# ---- zx_dac_bank ----
[config.mk]
export PLATFORM = sky130hd
export DESIGN_NAME = zx_dac_bank
export DESIGN_NICKNAME = d
export VERILOG_FILES = /design/src/rtl/zx_ms_pkg.sv /design/src/rtl/zx_sdm_chan.sv /design/src/rtl/zx_dac_bank.sv
export SDC_FILE = /design/constraint.sdc
export NUM_CORES = 1
export LEC_CHECK = 0
export CORE_MARGIN = 1
export CORE_UTILIZATION = 43
export DETAILED_ROUTE_END_ITERATION = 12
export HOLD_SLACK_MARGIN = 0.02
export SLEW_MARGIN = 20
export SYNTH_ARGS = -nofsm -noshare
export SYNTH_HDL_FRONTEND = slang
export SYNTH_HIERARCHICAL = 1
export SYNTH_SLANG_ARGS = --single-unit
[constraint.sdc]
create_clock -name clk32 -period 6.1 [get_ports clk32]
set_clock_uncertainty 0.1 [all_clocks]
set_input_delay 1.22 -clock clk32 [delete_from_list [all_inputs] [get_ports clk32]]
set_output_delay 1.22 -clock clk32 [all_outputs]
set_load 0.02 [all_outputs]
[src/rtl/zx_ms_pkg.sv]
// Shared definitions for the multisound DAC bank: index-width helper, unity-gain
// helper and the sample-port priority.
package zx_ms_pkg;

  typedef enum logic {
    PORT_A = 1'b0,
    PORT_B = 1'b1
  } port_e;

  // Port A (host Covox/Soundrive) wins a same-channel collision with port B.
  localparam port_e PORT_PRIO = PORT_A;

  function automatic int cw_f(input int n);
    return (n <= 2) ? 1 : $clog2(n);
  endfunction

  function automatic int vol_unity(input int vw);
    return 1 << vw;
  endfunction

endpackage

[src/rtl/zx_sdm_chan.sv]
// One DAC channel: sample and volume registers, volume ramp stepping, gain
// multiply into a registered level, and a first-order sigma-delta accumulator.
module zx_sdm_chan
  import zx_ms_pkg::*;
#(
  parameter int DW = 8,
  parameter int VW = 6
) (
  input  logic          clk32,
  input  logic          rst,
  input  logic          smp_wr,
  input  logic [DW-1:0] smp_data,
  input  logic          vol_wr,
  input  logic [VW-1:0] vol_data,
  input  logic          vol_ramp,
  input  logic          tick,
  output logic          dac_out,
  output logic          vol_busy
);

  localparam logic [VW:0] G_UNITY = (VW+1)'(vol_unity(VW));

  logic [DW-1:0] sample_q, sample_d;
  logic [VW-1:0] vol_tgt_q, vol_tgt_d;
  logic [VW-1:0] vol_eff_q, vol_eff_d;
  logic [DW-1:0] level_q, level_d;
  logic [DW:0]   acc_q, acc_d;
  logic [VW:0]   gain;
  logic [DW+VW:0] prod;

  always_comb begin
    sample_d  = sample_q;
    vol_tgt_d = vol_tgt_q;
    vol_eff_d = vol_eff_q;
    if (smp_wr) sample_d = smp_data;
    // A write on a tick cycle overrides that cycle's ramp step.
    if (vol_wr) begin
      vol_tgt_d = vol_data;
      if (!vol_ramp) vol_eff_d = vol_data;
    end else if (tick && (vol_eff_q != vol_tgt_q)) begin
      if (vol_eff_q < vol_tgt_q) vol_eff_d = vol_eff_q + 1'b1;
      else                       vol_eff_d = vol_eff_q - 1'b1;
    end
  end

  // Gain stage: all-ones volume maps to exact unity so full scale stays full scale.
  always_comb begin
    gain    = (&vol_eff_q) ? G_UNITY : {1'b0, vol_eff_q};
    prod    = {{(VW+1){1'b0}}, sample_q} * {{DW{1'b0}}, gain};
    level_d = prod[VW +: DW];
  end

  // Modulator stage: the carry out of the DW-bit accumulator is the bitstream.
  always_comb begin
    acc_d = {1'b0, acc_q[DW-1:0]} + {1'b0, level_q};
  end

  always_ff @(posedge clk32) begin
    if (rst) begin
      sample_q  <= '0;
      vol_tgt_q <= '0;
      vol_eff_q <= '0;
      level_q   <= '0;
      acc_q     <= '0;
    end else begin
      sample_q  <= sample_d;
      vol_tgt_q <= vol_tgt_d;
      vol_eff_q <= vol_eff_d;
      level_q   <= level_d;
      acc_q     <= acc_d;
    end
  end

  assign dac_out  = acc_q[DW];
  assign vol_busy = (vol_eff_q != vol_tgt_q);

endmodule

[src/rtl/zx_dac_bank.sv]
// Multi-channel 1-bit DAC bank: decodes the two sample ports and the volume port
// onto NCH sigma-delta channels and distributes the shared volume-ramp tick.
module zx_dac_bank
  import zx_ms_pkg::*;
#(
  parameter int NCH       = 4,
  parameter int DW        = 8,
  parameter int VW        = 6,
  parameter int RAMP_DIV  = 256,
  parameter int SIGNED_IN = 0,
  localparam int CW       = cw_f(NCH)
) (
  input  logic           clk32,
  input  logic           rst,
  input  logic           a_wr,
  input  logic [CW-1:0]  a_ch,
  input  logic [DW-1:0]  a_data,
  input  logic           b_wr,
  input  logic [CW-1:0]  b_ch,
  input  logic [DW-1:0]  b_data,
  input  logic           vol_wr,
  input  logic [CW-1:0]  vol_ch,
  input  logic [VW-1:0]  vol_data,
  input  logic           vol_ramp,
  output logic [NCH-1:0] dac_out,
  output logic [NCH-1:0] vol_busy
);

  localparam int TW = $clog2(RAMP_DIV);

  logic [TW-1:0] tick_cnt_q, tick_cnt_d;
  logic          tick;
  logic [DW-1:0] a_cap, b_cap;

  // Two's-complement ports become offset-binary by flipping the MSB.
  always_comb begin
    a_cap = a_data;
    b_cap = b_data;
    if (SIGNED_IN != 0) begin
      a_cap[DW-1] = ~a_data[DW-1];
      b_cap[DW-1] = ~b_data[DW-1];
    end
  end

  always_comb begin
    tick       = (tick_cnt_q == TW'(RAMP_DIV - 1));
    tick_cnt_d = tick ? '0 : tick_cnt_q + 1'b1;
  end

  always_ff @(posedge clk32) begin
    if (rst) tick_cnt_q <= '0;
    else     tick_cnt_q <= tick_cnt_d;
  end

  // Indices >= NCH match no channel and are therefore dropped.
  for (genvar i = 0; i < NCH; i++) begin : g_ch
    logic a_hit, b_hit, pick_a, v_hit;

    assign a_hit  = a_wr && (a_ch == CW'(i));
    assign b_hit  = b_wr && (b_ch == CW'(i));
    assign v_hit  = vol_wr && (vol_ch == CW'(i));
    assign pick_a = a_hit && ((PORT_PRIO == PORT_A) || !b_hit);

    zx_sdm_chan #(
      .DW(DW),
      .VW(VW)
    ) u_ch (
      .clk32   (clk32),
      .rst     (rst),
      .smp_wr  (a_hit || b_hit),
      .smp_data(pick_a ? a_cap : b_cap),
      .vol_wr  (v_hit),
      .vol_data(vol_data),
      .vol_ramp(vol_ramp),
      .tick    (tick),
      .dac_out (dac_out[i]),
      .vol_busy(vol_busy[i])
    );
  end

endmodule
# ---- uart_cmd_responder_flat ----
**src/rtl/uart_cmd_responder_if.sv**
```systemverilog
// Byte-level link between the command responder and its uart_rx/uart_tx pair.
interface uart_cmd_responder_if;
  logic [7:0] data_received;
  logic       rx_done;
  logic       parity_error;
  logic       tx_busy;
  logic [7:0] data_to_tx;
  logic       start_tx;

  // master is the UART side, slave is the responder
  modport master (
    output data_received, rx_done, parity_error, tx_busy,
    input  data_to_tx, start_tx
  );
  modport slave (
    input  data_received, rx_done, parity_error, tx_busy,
    output data_to_tx, start_tx
  );
endinterface

```
**src/rtl/uart_cmd_responder.sv**
```systemverilog
// Decodes stage on/off/toggle opcodes from FPGA_main, echoes each byte back,
// and forces the power stage off when the link goes quiet.
module uart_cmd_responder #(
  parameter int unsigned TIMEOUT    = 144000000,
  parameter int unsigned BUSY_WAIT  = 8,
  parameter logic [7:0]  CMD_ON     = 8'hEE,
  parameter logic [7:0]  CMD_OFF    = 8'h55,
  parameter logic [7:0]  CMD_TOGGLE = 8'hC3
) (
  input  logic                 clk,
  input  logic                 reset,
  uart_cmd_responder_if.slave  uart,
  output logic                 stage_en,
  output logic [15:0]          cmd_count,
  output logic [7:0]           err_count,
  output logic                 overrun,
  output logic                 timeout_flag
);
  typedef enum logic [2:0] {IDLE, DECODE, TX_WAIT, TX_START, TX_ACK, TX_DONE} state_t;

  state_t      state_q, state_d;
  logic [7:0]  byte_q, byte_d;
  logic [7:0]  pend_q, pend_d;
  logic        pend_full_q, pend_full_d;
  logic [7:0]  tx_data_q, tx_data_d;
  logic        stage_q, stage_d;
  logic [15:0] cmd_cnt_q, cmd_cnt_d;
  logic [7:0]  err_cnt_q, err_cnt_d;
  logic        overrun_q, overrun_d;
  logic        tmo_q, tmo_d;
  logic [31:0] wd_q, wd_d;
  logic [15:0] ack_q, ack_d;

  logic        rx_ok;
  logic        rx_bad;
  logic        is_cmd;
  logic        decode_cmd;
  logic [1:0]  err_inc;
  logic [8:0]  err_sum;
  logic [31:0] wd_inc;

  assign rx_ok      = uart.rx_done & ~uart.parity_error;
  assign rx_bad     = uart.rx_done & uart.parity_error;
  assign is_cmd     = (byte_q == CMD_ON) || (byte_q == CMD_OFF) || (byte_q == CMD_TOGGLE);
  assign decode_cmd = (state_q == DECODE) && is_cmd;
  assign wd_inc     = wd_q + 32'd1;

  always_comb begin
    state_d     = state_q;
    byte_d      = byte_q;
    pend_d      = pend_q;
    pend_full_d = pend_full_q;
    tx_data_d   = tx_data_q;
    stage_d     = stage_q;
    cmd_cnt_d   = cmd_cnt_q;
    overrun_d   = overrun_q;
    tmo_d       = tmo_q;
    wd_d        = wd_q;
    ack_d       = ack_q;
    err_inc     = {1'b0, rx_bad};

    // Bytes arriving while the FSM is busy park in the one-deep buffer.
    if (rx_ok && (state_q != IDLE)) begin
      if (pend_full_q) begin
        overrun_d = 1'b1;
      end else begin
        pend_d      = uart.data_received;
        pend_full_d = 1'b1;
      end
    end

    case (state_q)
      IDLE: begin
        if (pend_full_q) begin
          byte_d  = pend_q;
          state_d = DECODE;
          if (rx_ok) pend_d = uart.data_received;
          else       pend_full_d = 1'b0;
        end else if (rx_ok) begin
          byte_d  = uart.data_received;
          state_d = DECODE;
        end
      end
      DECODE: begin
        if (is_cmd) begin
          tx_data_d = byte_q;
          cmd_cnt_d = cmd_cnt_q + 16'd1;
        end else begin
          tx_data_d = ~byte_q;
          err_inc   = err_inc + 2'd1;
        end
        state_d = TX_WAIT;
      end
      TX_WAIT: begin
        if (!uart.tx_busy) state_d = TX_START;
      end
      TX_START: begin
        ack_d   = 16'd0;
        state_d = TX_ACK;
      end
      TX_ACK: begin
        if (uart.tx_busy) begin
          state_d = TX_DONE;
        end else if (ack_q == 16'(BUSY_WAIT - 1)) begin
          state_d = IDLE;
          err_inc = err_inc + 2'd1;
        end else begin
          ack_d = ack_q + 16'd1;
        end
      end
      TX_DONE: begin
        if (!uart.tx_busy) state_d = IDLE;
      end
      default: state_d = IDLE;
    endcase

    // A valid command in DECODE takes priority over the watchdog firing.
    if (decode_cmd) begin
      wd_d  = 32'd0;
      tmo_d = 1'b0;
      if (byte_q == CMD_ON)       stage_d = 1'b1;
      else if (byte_q == CMD_OFF) stage_d = 1'b0;
      else                        stage_d = ~stage_q;
    end else if (!stage_q) begin
      wd_d = 32'd0;
    end else if (wd_inc >= TIMEOUT) begin
      stage_d = 1'b0;
      tmo_d   = 1'b1;
      wd_d    = 32'd0;
    end else begin
      wd_d = wd_inc;
    end

    err_sum   = {1'b0, err_cnt_q} + {7'd0, err_inc};
    err_cnt_d = err_sum[8] ? 8'hFF : err_sum[7:0];
  end

  always_ff @(posedge clk or posedge reset) begin
    if (reset) begin
      state_q     <= IDLE;
      byte_q      <= 8'h00;
      pend_q      <= 8'h00;
      pend_full_q <= 1'b0;
      tx_data_q   <= 8'h00;
      stage_q     <= 1'b0;
      cmd_cnt_q   <= 16'd0;
      err_cnt_q   <= 8'd0;
      overrun_q   <= 1'b0;
      tmo_q       <= 1'b0;
      wd_q        <= 32'd0;
      ack_q       <= 16'd0;
    end else begin
      state_q     <= state_d;
      byte_q      <= byte_d;
      pend_q      <= pend_d;
      pend_full_q <= pend_full_d;
      tx_data_q   <= tx_data_d;
      stage_q     <= stage_d;
      cmd_cnt_q   <= cmd_cnt_d;
      err_cnt_q   <= err_cnt_d;
      overrun_q   <= overrun_d;
      tmo_q       <= tmo_d;
      wd_q        <= wd_d;
      ack_q       <= ack_d;
    end
  end

  assign uart.start_tx   = (state_q == TX_START);
  assign uart.data_to_tx = tx_data_q;
  assign stage_en        = stage_q;
  assign cmd_count       = cmd_cnt_q;
  assign err_count       = err_cnt_q;
  assign overrun         = overrun_q;
  assign timeout_flag    = tmo_q;
endmodule

```
**src/flat_wrapper.sv**
```systemverilog
// flat-port wrapper written by rule: the top's interface ports become plain ports
module uart_cmd_responder_flat 
#(
  parameter int unsigned TIMEOUT    = 144000000,
  parameter int unsigned BUSY_WAIT  = 8,
  parameter logic [7:0]  CMD_ON     = 8'hEE,
  parameter logic [7:0]  CMD_OFF    = 8'h55,
  parameter logic [7:0]  CMD_TOGGLE = 8'hC3
)
  (clk, reset, stage_en, cmd_count, err_count, overrun, timeout_flag, uart_data_received, uart_rx_done, uart_parity_error, uart_tx_busy, uart_data_to_tx, uart_start_tx);
  uart_cmd_responder_if uart_i ();
  input  logic clk;
  input  logic reset;
  output logic stage_en;
  output logic [15:0] cmd_count;
  output logic [7:0] err_count;
  output logic overrun;
  output logic timeout_flag;
  input wire logic [$bits(uart_i.data_received)-1:0] uart_data_received;
  input wire logic [$bits(uart_i.rx_done)-1:0] uart_rx_done;
  input wire logic [$bits(uart_i.parity_error)-1:0] uart_parity_error;
  input wire logic [$bits(uart_i.tx_busy)-1:0] uart_tx_busy;
  output wire logic [$bits(uart_i.data_to_tx)-1:0] uart_data_to_tx;
  output wire logic [$bits(uart_i.start_tx)-1:0] uart_start_tx;
  assign uart_i.data_received = uart_data_received;
  assign uart_i.rx_done = uart_rx_done;
  assign uart_i.parity_error = uart_parity_error;
  assign uart_i.tx_busy = uart_tx_busy;
  assign uart_data_to_tx = uart_i.data_to_tx;
  assign uart_start_tx = uart_i.start_tx;
  uart_cmd_responder #(.TIMEOUT(TIMEOUT), .BUSY_WAIT(BUSY_WAIT), .CMD_ON(CMD_ON), .CMD_OFF(CMD_OFF), .CMD_TOGGLE(CMD_TOGGLE)) u_core (.clk(clk), .reset(reset), .uart(uart_i), .stage_en(stage_en), .cmd_count(cmd_count), .err_count(err_count), .overrun(overrun), .timeout_flag(timeout_flag));
endmodule
```
**config.mk**
```make
export PLATFORM = sky130hd
export DESIGN_NAME = uart_cmd_responder_flat
export DESIGN_NICKNAME = d
export VERILOG_FILES = /design/src/rtl/uart_cmd_responder_if.sv /design/src/rtl/uart_cmd_responder.sv /design/src/flat_wrapper.sv
export SDC_FILE = /design/constraint.sdc
export NUM_CORES = 1
export LEC_CHECK = 0
export CAP_MARGIN = 0
export CORE_AREA = 2 2 114 88
export DETAILED_ROUTE_END_ITERATION = 16
export DIE_AREA = 0 0 116 90
export PLACE_DENSITY_LB_ADDON = 0.3
export REMOVE_ABC_BUFFERS = 1
export SYNTH_ARGS = -nofsm -noshare
export SYNTH_HDL_FRONTEND = slang
export SYNTH_SLANG_ARGS = --single-unit
```
**constraint.sdc**
```tcl
create_clock -name clk -period 4.4 [get_ports clk]
set_input_delay 1.1 -clock clk [delete_from_list [all_inputs] [get_ports clk]]
set_output_delay 1.1 -clock clk [all_outputs]
set_load 0.01 [all_outputs]
```
# ---- power_seq ----
<file path="src/rtl/power_seq.sv">
// Multi-rail power sequencer: ascending ramp-up gated on per-rail power-good, reverse ramp-down, latched faults.
// Optional RAMP_UP timeout is compiled in when POWER_SEQ_TIMEOUT_EN is defined.
module power_seq #(
  parameter int N_RAILS     = 4,
  parameter int SETTLE_CYC  = 16,
  parameter int TIMEOUT_CYC = 100
) (
  input  logic               clk,
  input  logic               resetb,
  input  logic               enable,
  input  logic [N_RAILS-1:0] rail_pg,
  input  logic               clear_fault,
  output logic [N_RAILS-1:0] rail_en,
  output logic               all_good,
  output logic               busy,
  output logic               fault,
  output logic [N_RAILS-1:0] fault_rail
);

`ifdef POWER_SEQ_TIMEOUT_EN
  localparam int CNT_MAX = (SETTLE_CYC > TIMEOUT_CYC) ? SETTLE_CYC : TIMEOUT_CYC;
`else
  localparam int CNT_MAX = SETTLE_CYC;
`endif
  localparam int CW = $clog2(CNT_MAX + 1);
  localparam int IW = $clog2(N_RAILS);
  localparam logic [CW-1:0] CNT_SAT     = CW'(CNT_MAX);
  localparam logic [CW-1:0] SETTLE_LAST = CW'(SETTLE_CYC - 1);
`ifdef POWER_SEQ_TIMEOUT_EN
  localparam logic [CW-1:0] TIMEOUT_LAST = CW'(TIMEOUT_CYC - 1);
`endif
  localparam logic [IW-1:0] IDX_LAST = IW'(N_RAILS - 1);

  typedef enum logic [2:0] {
    ST_IDLE,
    ST_RAMP_UP,
    ST_SETTLE,
    ST_ON,
    ST_RAMP_DOWN,
    ST_FAULT
  } state_t;

  logic [N_RAILS-1:0] pg_s;

  for (genvar gi = 0; gi < N_RAILS; gi++) begin : g_sync
    logic meta_reg;
    logic sync_reg;
    always_ff @(posedge clk or negedge resetb) begin
      if (!resetb) begin
        meta_reg <= 1'b0;
        sync_reg <= 1'b0;
      end else begin
        meta_reg <= rail_pg[gi];
        sync_reg <= meta_reg;
      end
    end
    assign pg_s[gi] = sync_reg;
  end

  state_t             state_reg, state_next;
  logic [IW-1:0]      idx_reg, idx_next;
  logic [CW-1:0]      cnt_reg, cnt_next;
  logic [N_RAILS-1:0] rail_en_reg, rail_en_next;
  logic [N_RAILS-1:0] fault_rail_reg, fault_rail_next;
  logic               all_good_reg, all_good_next;
  logic               busy_reg, busy_next;
  logic               fault_reg, fault_next;

  logic [N_RAILS-1:0] idx_oh;
  logic [N_RAILS-1:0] drop_mask;
  logic [N_RAILS-1:0] drop_low;
  logic [CW-1:0]      cnt_inc;

  assign idx_oh   = N_RAILS'(1) << idx_reg;
  assign drop_low = drop_mask & (~drop_mask + N_RAILS'(1));
  assign cnt_inc  = (cnt_reg == CNT_SAT) ? cnt_reg : cnt_reg + CW'(1);

  // Only rails already sequenced are watched; rail idx itself is still ramping.
  always_comb begin
    drop_mask = '0;
    case (state_reg)
      ST_RAMP_UP, ST_SETTLE: drop_mask = ~pg_s & (idx_oh - N_RAILS'(1));
      ST_ON:                 drop_mask = ~pg_s;
      default:               drop_mask = '0;
    endcase
  end

  always_ff @(posedge clk or negedge resetb) begin
    if (!resetb) begin
      state_reg      <= ST_IDLE;
      idx_reg        <= '0;
      cnt_reg        <= '0;
      rail_en_reg    <= '0;
      fault_rail_reg <= '0;
      all_good_reg   <= 1'b0;
      busy_reg       <= 1'b0;
      fault_reg      <= 1'b0;
    end else begin
      state_reg      <= state_next;
      idx_reg        <= idx_next;
      cnt_reg        <= cnt_next;
      rail_en_reg    <= rail_en_next;
      fault_rail_reg <= fault_rail_next;
      all_good_reg   <= all_good_next;
      busy_reg       <= busy_next;
      fault_reg      <= fault_next;
    end
  end

  always_comb begin
    state_next      = state_reg;
    idx_next        = idx_reg;
    cnt_next        = cnt_reg;
    rail_en_next    = rail_en_reg;
    fault_rail_next = fault_rail_reg;

    unique case (state_reg)
      ST_IDLE: begin
        rail_en_next    = '0;
        fault_rail_next = '0;
        if (enable) begin
          state_next   = ST_RAMP_UP;
          idx_next     = '0;
          cnt_next     = '0;
          rail_en_next = N_RAILS'(1);
        end
      end

      ST_RAMP_UP: begin
        if (|drop_mask) begin
          state_next      = ST_FAULT;
          rail_en_next    = '0;
          fault_rail_next = drop_low;
        end else if (!enable) begin
          state_next   = ST_RAMP_DOWN;
          rail_en_next = rail_en_reg & ~idx_oh;
          cnt_next     = '0;
        end else if (|(pg_s & idx_oh)) begin
          state_next = ST_SETTLE;
          cnt_next   = '0;
        end
`ifdef POWER_SEQ_TIMEOUT_EN
        else if (cnt_reg == TIMEOUT_LAST) begin
          state_next      = ST_FAULT;
          rail_en_next    = '0;
          fault_rail_next = idx_oh;
        end else begin
          cnt_next = cnt_inc;
        end
`endif
      end

      ST_SETTLE: begin
        if (|drop_mask) begin
          state_next      = ST_FAULT;
          rail_en_next    = '0;
          fault_rail_next = drop_low;
        end else if (!enable) begin
          state_next   = ST_RAMP_DOWN;
          rail_en_next = rail_en_reg & ~idx_oh;
          cnt_next     = '0;
        end else if (cnt_reg == SETTLE_LAST) begin
          cnt_next = '0;
          if (idx_reg == IDX_LAST) begin
            state_next = ST_ON;
          end else begin
            state_next   = ST_RAMP_UP;
            idx_next     = idx_reg + IW'(1);
            rail_en_next = rail_en_reg | (idx_oh << 1);
          end
        end else begin
          cnt_next = cnt_inc;
        end
      end

      ST_ON: begin
        if (|drop_mask) begin
          state_next      = ST_FAULT;
          rail_en_next    = '0;
          fault_rail_next = drop_low;
        end else if (!enable) begin
          state_next   = ST_RAMP_DOWN;
          idx_next     = IDX_LAST;
          rail_en_next = rail_en_reg & ~idx_oh;
          cnt_next     = '0;
        end
      end

      // Rail idx is already off; after the settle gap, drop the next one down.
      ST_RAMP_DOWN: begin
        if (cnt_reg == SETTLE_LAST) begin
          cnt_next = '0;
          if (idx_reg == '0) begin
            state_next   = ST_IDLE;
            rail_en_next = '0;
          end else begin
            idx_next     = idx_reg - IW'(1);
            rail_en_next = rail_en_reg & ~(idx_oh >> 1);
          end
        end else begin
          cnt_next = cnt_inc;
        end
      end

      ST_FAULT: begin
        rail_en_next = '0;
        if (clear_fault && !enable) begin
          state_next      = ST_IDLE;
          fault_rail_next = '0;
        end
      end

      default: begin
        state_next   = ST_IDLE;
        rail_en_next = '0;
      end
    endcase

    all_good_next = (state_next == ST_ON);
    busy_next     = (state_next == ST_RAMP_UP) || (state_next == ST_SETTLE) ||
                    (state_next == ST_RAMP_DOWN);
    fault_next    = (state_next == ST_FAULT);
  end

  assign rail_en    = rail_en_reg;
  assign fault_rail = fault_rail_reg;
  assign all_good   = all_good_reg;
  assign busy       = busy_reg;
  assign fault      = fault_reg;

endmodule

</file>
<file path="config.mk">
export PLATFORM = sky130hd
export DESIGN_NAME = power_seq
export DESIGN_NICKNAME = d
export VERILOG_FILES = /design/src/rtl/power_seq.sv
export SDC_FILE = /design/constraint.sdc
export NUM_CORES = 1
export LEC_CHECK = 0
export ABC_AREA = 1
export CAP_MARGIN = 0
export CORE_AREA = 2 2 73 75
export CTS_CLUSTER_DIAMETER = 120
export DETAILED_ROUTE_END_ITERATION = 10
export DIE_AREA = 0 0 75 77
export HOLD_SLACK_MARGIN = 0.08
export SLEW_MARGIN = 20
export SYNTH_ARGS = -nofsm -noshare
export SYNTH_HDL_FRONTEND = slang
export SYNTH_SLANG_ARGS = --single-unit
export TNS_END_PERCENT = 100
</file>
<file path="constraint.sdc">
create_clock -name clk -period 5.8 [get_ports clk]
set_clock_uncertainty 0.2 [all_clocks]
set_input_delay 0.58 -clock clk [delete_from_list [all_inputs] [get_ports clk]]
set_output_delay 0.58 -clock clk [all_outputs]
set_load 0.1 [all_outputs]
</file>
# ---- pattern_sequencer_flat ----
**src/rtl/pattern_sequencer_if.sv**
```systemverilog
`default_nettype none
`timescale 1ns/1ps
// ============================================================================
// Module   : pattern_sequencer_if
// Purpose  : Bundles the transport commands, the pattern write port and the
//            channel frequency / status outputs of pattern_sequencer.
// Revision : 1.0 - initial release
// ============================================================================
interface pattern_sequencer_if #(
  parameter int FREQ_WIDTH = 12,
  parameter int ADDR_WIDTH = 4
);
  // transport commands
  logic                  play;
  logic                  pause;
  logic                  stop;
  logic                  loop_en;
  // pattern write port
  logic                  wr_en;
  logic [ADDR_WIDTH-1:0] wr_step;
  logic [1:0]            wr_chan;
  logic [FREQ_WIDTH-1:0] wr_freq;
  // channel controls and status
  logic [FREQ_WIDTH-1:0] freq1;
  logic [FREQ_WIDTH-1:0] freq2;
  logic [FREQ_WIDTH-1:0] freq3;
  logic [FREQ_WIDTH-1:0] freq4;
  logic [ADDR_WIDTH-1:0] cur_step;
  logic                  step_tick;
  logic                  playing;

  modport master (
    output play, pause, stop, loop_en, wr_en, wr_step, wr_chan, wr_freq,
    input  freq1, freq2, freq3, freq4, cur_step, step_tick, playing
  );

  modport slave (
    input  play, pause, stop, loop_en, wr_en, wr_step, wr_chan, wr_freq,
    output freq1, freq2, freq3, freq4, cur_step, step_tick, playing
  );
endinterface
`default_nettype wire

```
**src/rtl/pattern_sequencer.sv**
```systemverilog
`default_nettype none
`timescale 1ns/1ps
// ============================================================================
// Module   : pattern_sequencer
// Purpose  : Tempo-driven step sequencer. Holds a STEPS-deep pattern of four
//            frequency words per step and plays it out on freq1..freq4, one
//            step every TICK_DIV clocks. A frequency word of 0 is silence.
// Options  : SEQ_LIVE_UPDATE_EN - while playing, writes to the current step
//            reach the outputs on the following edge instead of waiting for
//            the next load of that step.
// Revision : 1.0 - initial release
// ============================================================================
module pattern_sequencer #(
  parameter int FREQ_WIDTH = 12,
  parameter int STEPS      = 16,
  parameter int ADDR_WIDTH = 4,
  parameter int TICK_WIDTH = 24,
  parameter int TICK_DIV   = 6000000
) (
  input  logic                clk,
  input  logic                rst_n,
  pattern_sequencer_if.slave  bus
);

  localparam logic [1:0] ST_IDLE  = 2'd0;
  localparam logic [1:0] ST_PLAY  = 2'd1;
  localparam logic [1:0] ST_PAUSE = 2'd2;

  localparam logic [TICK_WIDTH-1:0] TICK_LAST = TICK_WIDTH'(TICK_DIV - 1);
  localparam logic [ADDR_WIDTH-1:0] STEP_LAST = ADDR_WIDTH'(STEPS - 1);

  // pattern storage: deliberately not reset
  logic [FREQ_WIDTH-1:0] pattern_mem [STEPS][4];

  logic [1:0]            state_q,     state_d;
  logic [TICK_WIDTH-1:0] tick_cnt_q,  tick_cnt_d;
  logic [ADDR_WIDTH-1:0] cur_step_q,  cur_step_d;
  logic [FREQ_WIDTH-1:0] freq_q [4];
  logic [FREQ_WIDTH-1:0] freq_d [4];
  logic                  step_tick_q, step_tick_d;

  // resolved commands: stop beats pause, pause beats play
  logic cmd_stop, cmd_pause, cmd_play;
  logic tick_end, last_step;
  logic                  load_en;
  logic [ADDR_WIDTH-1:0] load_step;

  assign cmd_stop  = bus.stop;
  assign cmd_pause = bus.pause & ~bus.stop;
  assign cmd_play  = bus.play & ~bus.pause & ~bus.stop;
  assign tick_end  = (tick_cnt_q == TICK_LAST);
  assign last_step = (cur_step_q == STEP_LAST);

  // pattern write port; the read side sees the old word on the write edge
  always_ff @(posedge clk) begin
    if (bus.wr_en) begin
      pattern_mem[bus.wr_step][bus.wr_chan] <= bus.wr_freq;
    end
  end

  // state and datapath registers
  always_ff @(posedge clk or negedge rst_n) begin
    if (!rst_n) begin
      state_q     <= ST_IDLE;
      tick_cnt_q  <= '0;
      cur_step_q  <= '0;
      step_tick_q <= 1'b0;
      for (int c = 0; c < 4; c++) begin
        freq_q[c] <= '0;
      end
    end else begin
      state_q     <= state_d;
      tick_cnt_q  <= tick_cnt_d;
      cur_step_q  <= cur_step_d;
      step_tick_q <= step_tick_d;
      for (int c = 0; c < 4; c++) begin
        freq_q[c] <= freq_d[c];
      end
    end
  end

  // transport state transitions
  always_comb begin
    state_d = state_q;
    case (state_q)
      ST_IDLE: begin
        if (cmd_play) state_d = ST_PLAY;
      end
      ST_PLAY: begin
        if (cmd_stop)                                     state_d = ST_IDLE;
        else if (cmd_pause)                               state_d = ST_PAUSE;
        else if (tick_end && last_step && !bus.loop_en)   state_d = ST_IDLE;
      end
      ST_PAUSE: begin
        if (cmd_stop)      state_d = ST_IDLE;
        else if (cmd_play) state_d = ST_PLAY;
      end
      default: state_d = ST_IDLE;
    endcase
  end

  // tempo counter, step pointer and channel outputs for the coming cycle
  always_comb begin
    tick_cnt_d  = tick_cnt_q;
    cur_step_d  = cur_step_q;
    freq_d      = freq_q;
    step_tick_d = 1'b0;
    load_en     = 1'b0;
    load_step   = cur_step_q;

    case (state_q)
      ST_PLAY: begin
        if (state_d == ST_IDLE) begin
          // stopped, or ran off the end without looping
          tick_cnt_d = '0;
          cur_step_d = '0;
          for (int c = 0; c < 4; c++) freq_d[c] = '0;
        end else if (state_d == ST_PAUSE) begin
          // silence the channels, keep position for resume
          for (int c = 0; c < 4; c++) freq_d[c] = '0;
        end else if (tick_end) begin
          tick_cnt_d  = '0;
          step_tick_d = 1'b1;
          load_en     = 1'b1;
          load_step   = last_step ? '0 : cur_step_q + ADDR_WIDTH'(1);
        end else begin
          tick_cnt_d = tick_cnt_q + TICK_WIDTH'(1);
`ifdef SEQ_LIVE_UPDATE_EN
          // refresh from memory so a write to this step shows one edge later
          load_en    = 1'b1;
          load_step  = cur_step_q;
`endif
        end
      end
      ST_PAUSE: begin
        if (state_d == ST_IDLE) begin
          tick_cnt_d = '0;
          cur_step_d = '0;
          for (int c = 0; c < 4; c++) freq_d[c] = '0;
        end else if (state_d == ST_PLAY) begin
          // resume: same step, counter continues from where it froze
          load_en   = 1'b1;
          load_step = cur_step_q;
        end
      end
      default: begin
        tick_cnt_d = '0;
        cur_step_d = '0;
        for (int c = 0; c < 4; c++) freq_d[c] = '0;
        if (state_d == ST_PLAY) begin
          step_tick_d = 1'b1;
          load_en     = 1'b1;
          load_step   = '0;
        end
      end
    endcase

    if (load_en) begin
      cur_step_d = load_step;
      for (int c = 0; c < 4; c++) freq_d[c] = pattern_mem[load_step][c];
    end
  end

  assign bus.freq1     = freq_q[0];
  assign bus.freq2     = freq_q[1];
  assign bus.freq3     = freq_q[2];
  assign bus.freq4     = freq_q[3];
  assign bus.cur_step  = cur_step_q;
  assign bus.step_tick = step_tick_q;
  assign bus.playing   = (state_q == ST_PLAY);

endmodule
`default_nettype wire

```
**src/flat_wrapper.sv**
```systemverilog
// flat-port wrapper written by rule: the top's interface ports become plain ports
module pattern_sequencer_flat 
#(
  parameter int FREQ_WIDTH = 12,
  parameter int STEPS      = 16,
  parameter int ADDR_WIDTH = 4,
  parameter int TICK_WIDTH = 24,
  parameter int TICK_DIV   = 6000000
)
  (clk, rst_n, bus_play, bus_pause, bus_stop, bus_loop_en, bus_wr_en, bus_wr_step, bus_wr_chan, bus_wr_freq, bus_freq1, bus_freq2, bus_freq3, bus_freq4, bus_cur_step, bus_step_tick, bus_playing);
  pattern_sequencer_if #(.FREQ_WIDTH(FREQ_WIDTH), .ADDR_WIDTH(ADDR_WIDTH)) bus_i ();
  input  logic clk;
  input  logic rst_n;
  input wire logic [$bits(bus_i.play)-1:0] bus_play;
  input wire logic [$bits(bus_i.pause)-1:0] bus_pause;
  input wire logic [$bits(bus_i.stop)-1:0] bus_stop;
  input wire logic [$bits(bus_i.loop_en)-1:0] bus_loop_en;
  input wire logic [$bits(bus_i.wr_en)-1:0] bus_wr_en;
  input wire logic [$bits(bus_i.wr_step)-1:0] bus_wr_step;
  input wire logic [$bits(bus_i.wr_chan)-1:0] bus_wr_chan;
  input wire logic [$bits(bus_i.wr_freq)-1:0] bus_wr_freq;
  output wire logic [$bits(bus_i.freq1)-1:0] bus_freq1;
  output wire logic [$bits(bus_i.freq2)-1:0] bus_freq2;
  output wire logic [$bits(bus_i.freq3)-1:0] bus_freq3;
  output wire logic [$bits(bus_i.freq4)-1:0] bus_freq4;
  output wire logic [$bits(bus_i.cur_step)-1:0] bus_cur_step;
  output wire logic [$bits(bus_i.step_tick)-1:0] bus_step_tick;
  output wire logic [$bits(bus_i.playing)-1:0] bus_playing;
  assign bus_i.play = bus_play;
  assign bus_i.pause = bus_pause;
  assign bus_i.stop = bus_stop;
  assign bus_i.loop_en = bus_loop_en;
  assign bus_i.wr_en = bus_wr_en;
  assign bus_i.wr_step = bus_wr_step;
  assign bus_i.wr_chan = bus_wr_chan;
  assign bus_i.wr_freq = bus_wr_freq;
  assign bus_freq1 = bus_i.freq1;
  assign bus_freq2 = bus_i.freq2;
  assign bus_freq3 = bus_i.freq3;
  assign bus_freq4 = bus_i.freq4;
  assign bus_cur_step = bus_i.cur_step;
  assign bus_step_tick = bus_i.step_tick;
  assign bus_playing = bus_i.playing;
  pattern_sequencer #(.FREQ_WIDTH(FREQ_WIDTH), .STEPS(STEPS), .ADDR_WIDTH(ADDR_WIDTH), .TICK_WIDTH(TICK_WIDTH), .TICK_DIV(TICK_DIV)) u_core (.clk(clk), .rst_n(rst_n), .bus(bus_i));
endmodule
```
**config.mk**
```make
export PLATFORM = sky130hd
export DESIGN_NAME = pattern_sequencer_flat
export DESIGN_NICKNAME = d
export VERILOG_FILES = /design/src/rtl/pattern_sequencer_if.sv /design/src/rtl/pattern_sequencer.sv /design/src/flat_wrapper.sv
export SDC_FILE = /design/constraint.sdc
export NUM_CORES = 1
export LEC_CHECK = 0
export ABC_AREA = 1
export CAP_MARGIN = 20
export CORE_AREA = 8 8 405 249
export CTS_CLUSTER_SIZE = 20
export DETAILED_ROUTE_END_ITERATION = 10
export DIE_AREA = 0 0 413 257
export PLACE_DENSITY = 0.65
export SLEW_MARGIN = 20
export SYNTH_ARGS = -nofsm -noshare
export SYNTH_HDL_FRONTEND = slang
export SYNTH_SLANG_ARGS = --single-unit
export TNS_END_PERCENT = 1
```
**constraint.sdc**
```tcl
create_clock -name clk -period 4.5 [get_ports clk]
set_input_delay 0.9 -clock clk [delete_from_list [all_inputs] [get_ports clk]]
set_output_delay 0.9 -clock clk [all_outputs]
set_load 0.05 [all_outputs]
```
zx_dac_bank, clock nets:
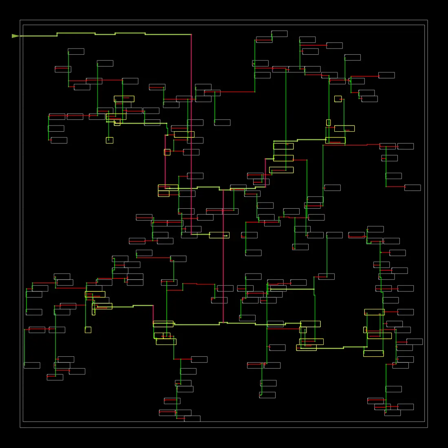
Clock buffer cells: 20
count of sequential standard cells: 156
TritonCTS buffer count: 17

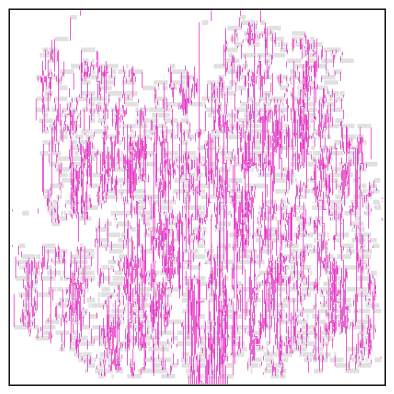
zx_dac_bank: signal wires on met2
Scale: 2 px per um. Cells faint in the background.
nets with wire on the layer	1626
wire length on this layer	15600 um
main direction	vertical
grt met2 use: 0.3380
vias after detailed routing: 11.23k
total wirelength of the detailed-routed design: 32.85 mm

==> reports/summary.rpt, zx_dac_bank <==
==========================================================================================
Result of the run                                                             finished, final reports clean
Largest class                                                                 combinational gates
GR Util All Layers                                                                  0.1982
Fin Hold WS                                                                      0.3481 ns
Setup TNS                                                                             0 ns
Crit path buf inv count                                                                  3
Filler cells                                                                          3212
Register containing the most flip-flops in the final layout                   g_ch.u_ch/acc_q
Overall power consumption                                                         2.664 mW
Warnings, synthesis                                                                      6
Placeable core area                                                              33620 um2
Drt first-iter violations                                                              546
Register area share after synthesis                                                 0.2117
Clock edge transition at the registers on the reported setup and hold paths        0.06 ns
Final design utilization                                                            0.4830
Longest Clk Path Bufs                                                                    2
Predominant post-synthesis flop cell                                               dfxtp_1
CTS tree                                                                              done
Category of the worst setup path capture point                                        flop
Level count of the clock H-tree                                                          4
Number of remaining DRC errors                                                           0
==========================================================================================
## zx_dac_bank: cell usage in the layout, fill, tap and decap left out, types with 24 or more instances in the layout
master	n
xnor2_1	36
and3_1	109
and2_1	57
a21oi_1	80
nand3_1	41
nor2b_1	24
xor2_1	31
nor2_1	137
inv_1	142
clkdlybuf4s50_1	40
fa_1	116
dfxtp_1	156
nand2_1	82
mux2i_1	56
mux2_2	34
nor3_1	27
o21ai_0	40
ha_1	189
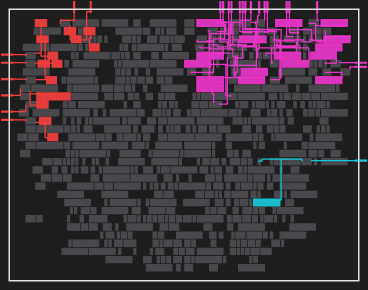
uart_cmd_responder_flat: I/O nets highlighted
Scale: 3 px per um.
colour	port	bits	direction	edge	end cells	wire
red	`uart_data_received`	8	input	6 left, 2 top	16	139 um
magenta	`cmd_count`	16	output	14 top, 2 right	16	635 um
cyan	`timeout_flag`	1	output	right	1	45.0 um

==> reports/summary.rpt, uart_cmd_responder_flat <==
================================================================================
Mean instance size in the synthesized netlist                          9.937 um2
Drt first-iter violations                                                    284
Share of synthesized registers carrying an async set or reset              1.000
Mapped Cells                                                                 535
Predominant post-synthesis flop cell                                     dfrtp_1
Routability congestion estimate                                           0.8002
Kind of cell adding the most delay to the critical path             simple AND/OR/NAND/NOR gates
End point of the most critical hold path                            u_core.cmd_count[15]$_DFFE_PP0P_
Flops after synth                                                            103
Register containing the most flip-flops in the final layout          u_core.wd_q
Result of the run                                                   finished, final reports clean
Yosys-reported design area after synthesis                              5316 um2
Filler cells                                                                 743
Insertion delay at the late pin of the worst-skew pair                   0.35 ns
Number of ordinary and repair buffers in the finished layout                  53
Worst max-slew margin expressed relative to the limit                     0.3997
Maximum ir drop on the vdd rail                                        0.3076 mV
Number of antenna violations at the first check in global routing              0
Data arrival, critical path                                              3.85 ns
================================================================================
==> uart_cmd_responder_flat: power groups by stage <==
stage	sequential, mW	clock (mW)	combinational [mW]
finish	1.32	0.777	0.710
global route	1.36	0.834	0.802
detailed placement	1.34	0	0.711
global placement	1.33	0	0.681
floorplan	1.32	0	0.411
CTS	1.32	0.793	0.718
==> uart_cmd_responder_flat: metrics by stage <==
step	hold slack (ns)	power [mW]
2_1_floorplan	0.4630	1.733
4_1_cts	0.4694	2.834
3_5_place_dp	0.4559	2.049
3_3_place_gp	0.4551	2.007
6_report	0.4630	2.811
5_1_grt	0.5077	2.991
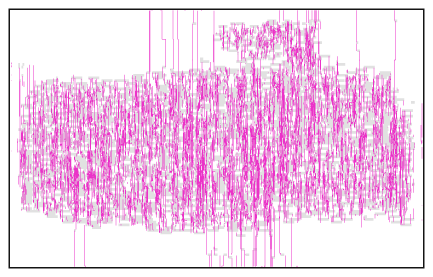
pattern_sequencer_flat: signal wires on met2
Scale: 1 px per um. Cells faint in the background.
share of all routed wire	42%
wire length on this layer	43.7 mm
nets with wire on the layer	2402
main direction	vertical

==> reports/summary.rpt, pattern_sequencer_flat <==
==========================================================================================
Result of the run                                                             finished, final reports clean
Power Sequential                                                                   8.88 mW
Adder share                                                                       0.002002
Longest Clk Path Bufs                                                                    3
Worst max-slew margin expressed relative to the limit                               0.3714
Clock edge transition at the registers on the reported setup and hold paths        0.07 ns
Largest area contributor in the netlist                                           edfxtp_1
Crit path max fanout                                                                    40
Top cells by count                                                            791 x nand3_1, 768 x edfxtp_1, 573 x nand2_1
Overall power consumption                                                         25.10 mW
Startpoint of the worst-slack reg-to-reg timing path                          u_core.state_q[1]$_DFF_PN0_
Port Buffer Count                                                                       78
Total of endpoints with negative setup slack in the final report                         0
Static Leakage                                                                    16.63 nW
RSZ-0062 raised after global routing                                                 false
Number of global-route vias before repair                                           24.40k
Grt met2 use                                                                        0.2744
==========================================================================================
## pattern_sequencer_flat: sequential cells by signal, indices dropped and copies added (netlist names)
| name | cells |
|---|---|
| u_core.bus.freq3 | 12 |
| u_core.bus.freq1 | 12 |
| u_core.pattern_mem | 768 |
| u_core.state_q | 2 |
| u_core.bus.freq2 | 12 |
| u_core.bus.step_tick | 1 |
| u_core.bus.freq4 | 12 |
| u_core.bus.cur_step | 4 |
| u_core.tick_cnt_q | 24 |
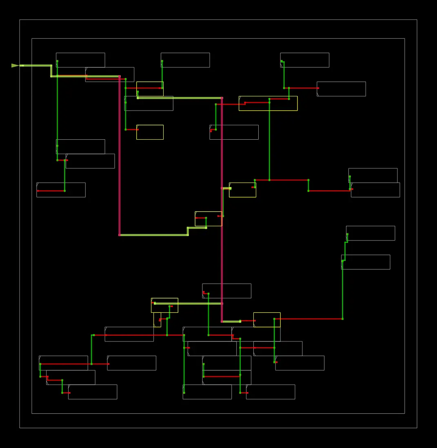
power_seq: clock nets
insertion delay at the late pin of the worst-skew pair: 0.28 ns
Clock net power: 0.216 mW
total clock sinks: 29

==> reports/summary.rpt, power_seq <==
==========================================================================================
Result of the run                                                             finished, final reports clean
Setup slack, reg-to-reg                                                            3.63 ns
Fin nets                                                                               304
Number of vias per cell after detailed routing                                       4.874
Internal power                                                                   0.5455 mW
Overall power consumption                                                         1.079 mW
Warnings, synthesis                                                                      0
Total gr overflow                                                                        0
Design area                                                                       2302 um2
Sw frac                                                                             0.4944
Residual antenna-violating net count after detailed routing                              0
Max-cap violation count                                                                  0
Largest incremental delay on the critical path                                     1.16 ns
Mapped Cells                                                                           272
Combinational power                                                               0.570 mW
Final Slew Violations                                                                    0
Fin Hold WS                                                                      0.1453 ns
Number of ordinary and repair buffers in the finished layout                            19
Tcrit/Tclk final                                                                    0.4568
Startpoint of the worst-slack reg-to-reg timing path                          cnt_reg[0]$_DFFE_PN0P_
Init Core Util                                                                      0.3922
First-pass GRT wire length                                                        7.465 mm
Tapcells                                                                                70
Number of setup buffers added after CTS                                                  0
Cell total in the yosys stat output                                                    272
Category of the worst setup path capture point                                primary output
Share of power burned in registers                                                   0.271
Placeable core area                                                               4977 um2
Clock edge transition at the registers on the reported setup and hold paths        0.06 ns
==========================================================================================
[power_seq: layer usage]
metal,GRT usage,vias up,wire length [um]
met1,0.2140,791,1897
met4,0.08036,0,118
li1,-,891,-
met5,0,-,0
met2,0.2596,76,1978
met3,0.03942,16,312
[power_seq: cell families after synthesis]
kind of cell / synth area share
compound gates: 0.09040
fa+ha+maj: 0.01923
flops: 0.3718
xor+xnor: 0.004488
buf+inv: 0.09807
simple gates: 0.4160


==> gallery <==
Signal wires by layer.
image #1
Scale: 3 px per um. Only two layers are drawn.
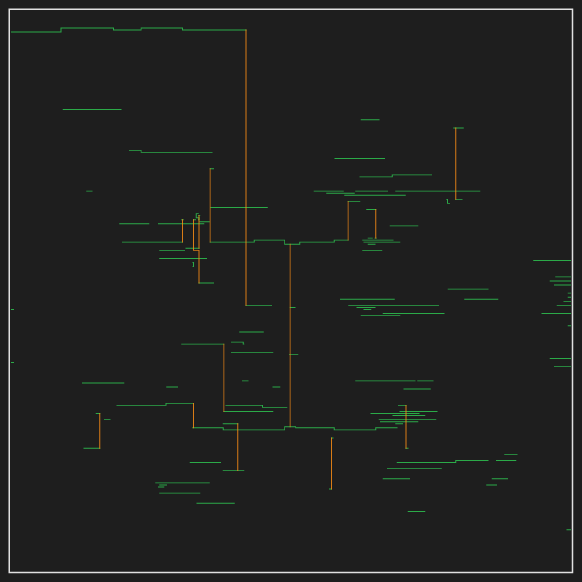
image #2
Scale: 2 px per um. Only two layers are drawn.
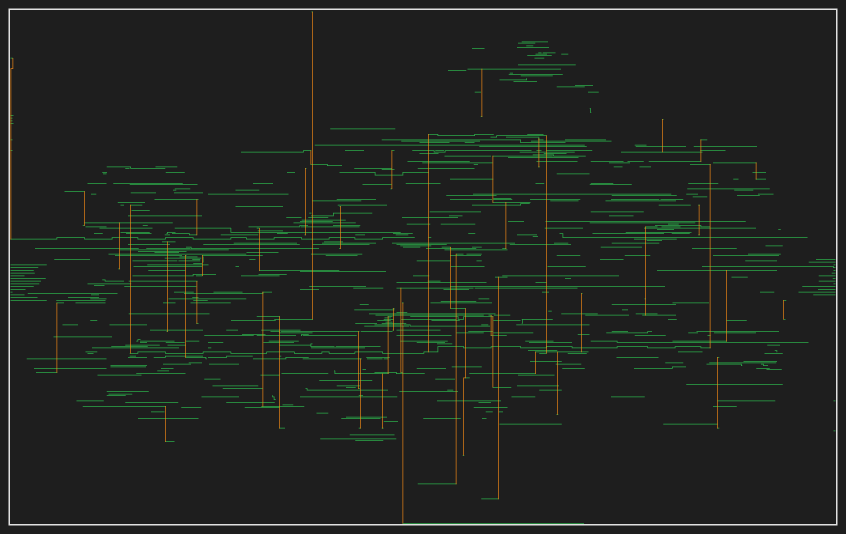
image #3
Scale: 4 px per um. Only two layers are drawn.
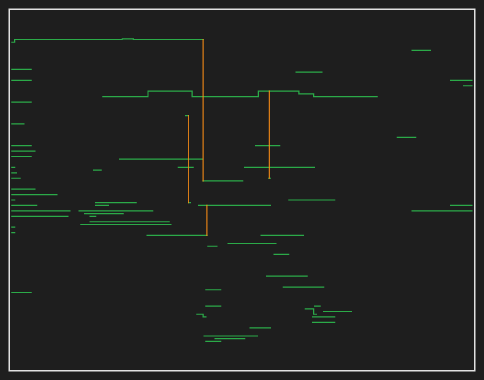
image #4
Scale: 8 px per um. Only two layers are drawn.
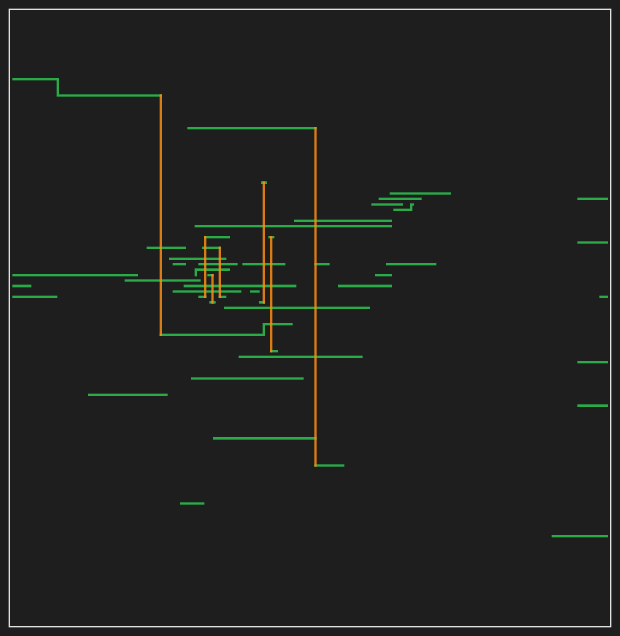
pattern_sequencer_flat is image #2.
zx_dac_bank is image #1.
power_seq is image #4.
uart_cmd_responder_flat is image #3.

Key to image #2:
colour	layer	wire length
orange	met4	2070 um
green	met3	10300 um


## Gallery

Layout detail.
picture 1
Window x 77 to 97, y 58 to 78 um. Cells in grey, sequential cells in the stronger grey; small squares are vias.
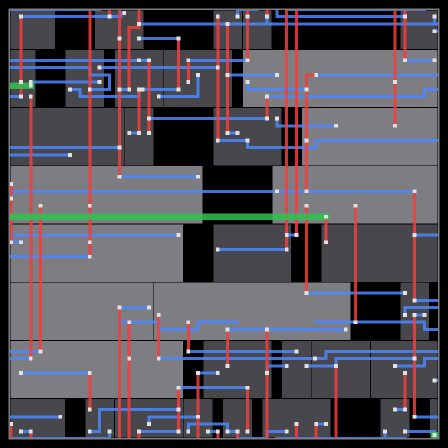
picture 2
Window x 130 to 150, y 130 to 150 um. Cells in grey, sequential cells in the stronger grey; small squares are vias.
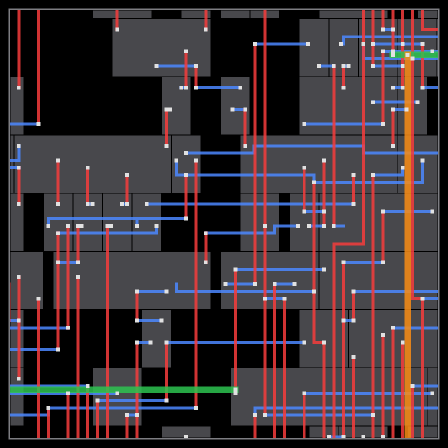
picture 3
Window x 300 to 320, y 183 to 203 um. Cells in grey, sequential cells in the stronger grey; small squares are vias.
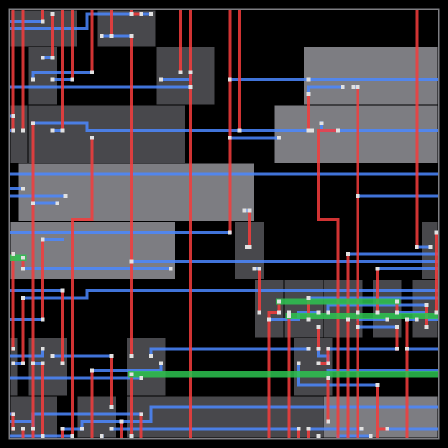
picture 4
Window x 46 to 66, y 48 to 68 um. Cells in grey, sequential cells in the stronger grey; small squares are vias.
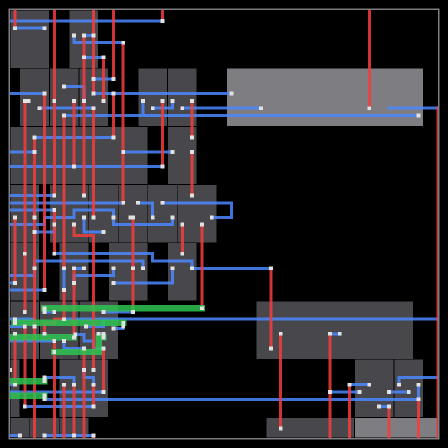
| picture | from |
|---|---|
| picture 4 | power_seq |
| picture 1 | uart_cmd_responder_flat |
| picture 3 | pattern_sequencer_flat |
| picture 2 | zx_dac_bank |

Key to picture 1:
colour	layer
red	met2
blue	met1
green	met3
cells with their middle in the window	34
most frequent	dfrtp_1 (8), xor2_1 (6), nand2_1 (5)
netlist names of flops here include	`u_core.ack_q` (4), `u_core.cmd_count` (4)
sequential cells in the window	8

No activity file was given, so power comes from the tool's default toggle rates.
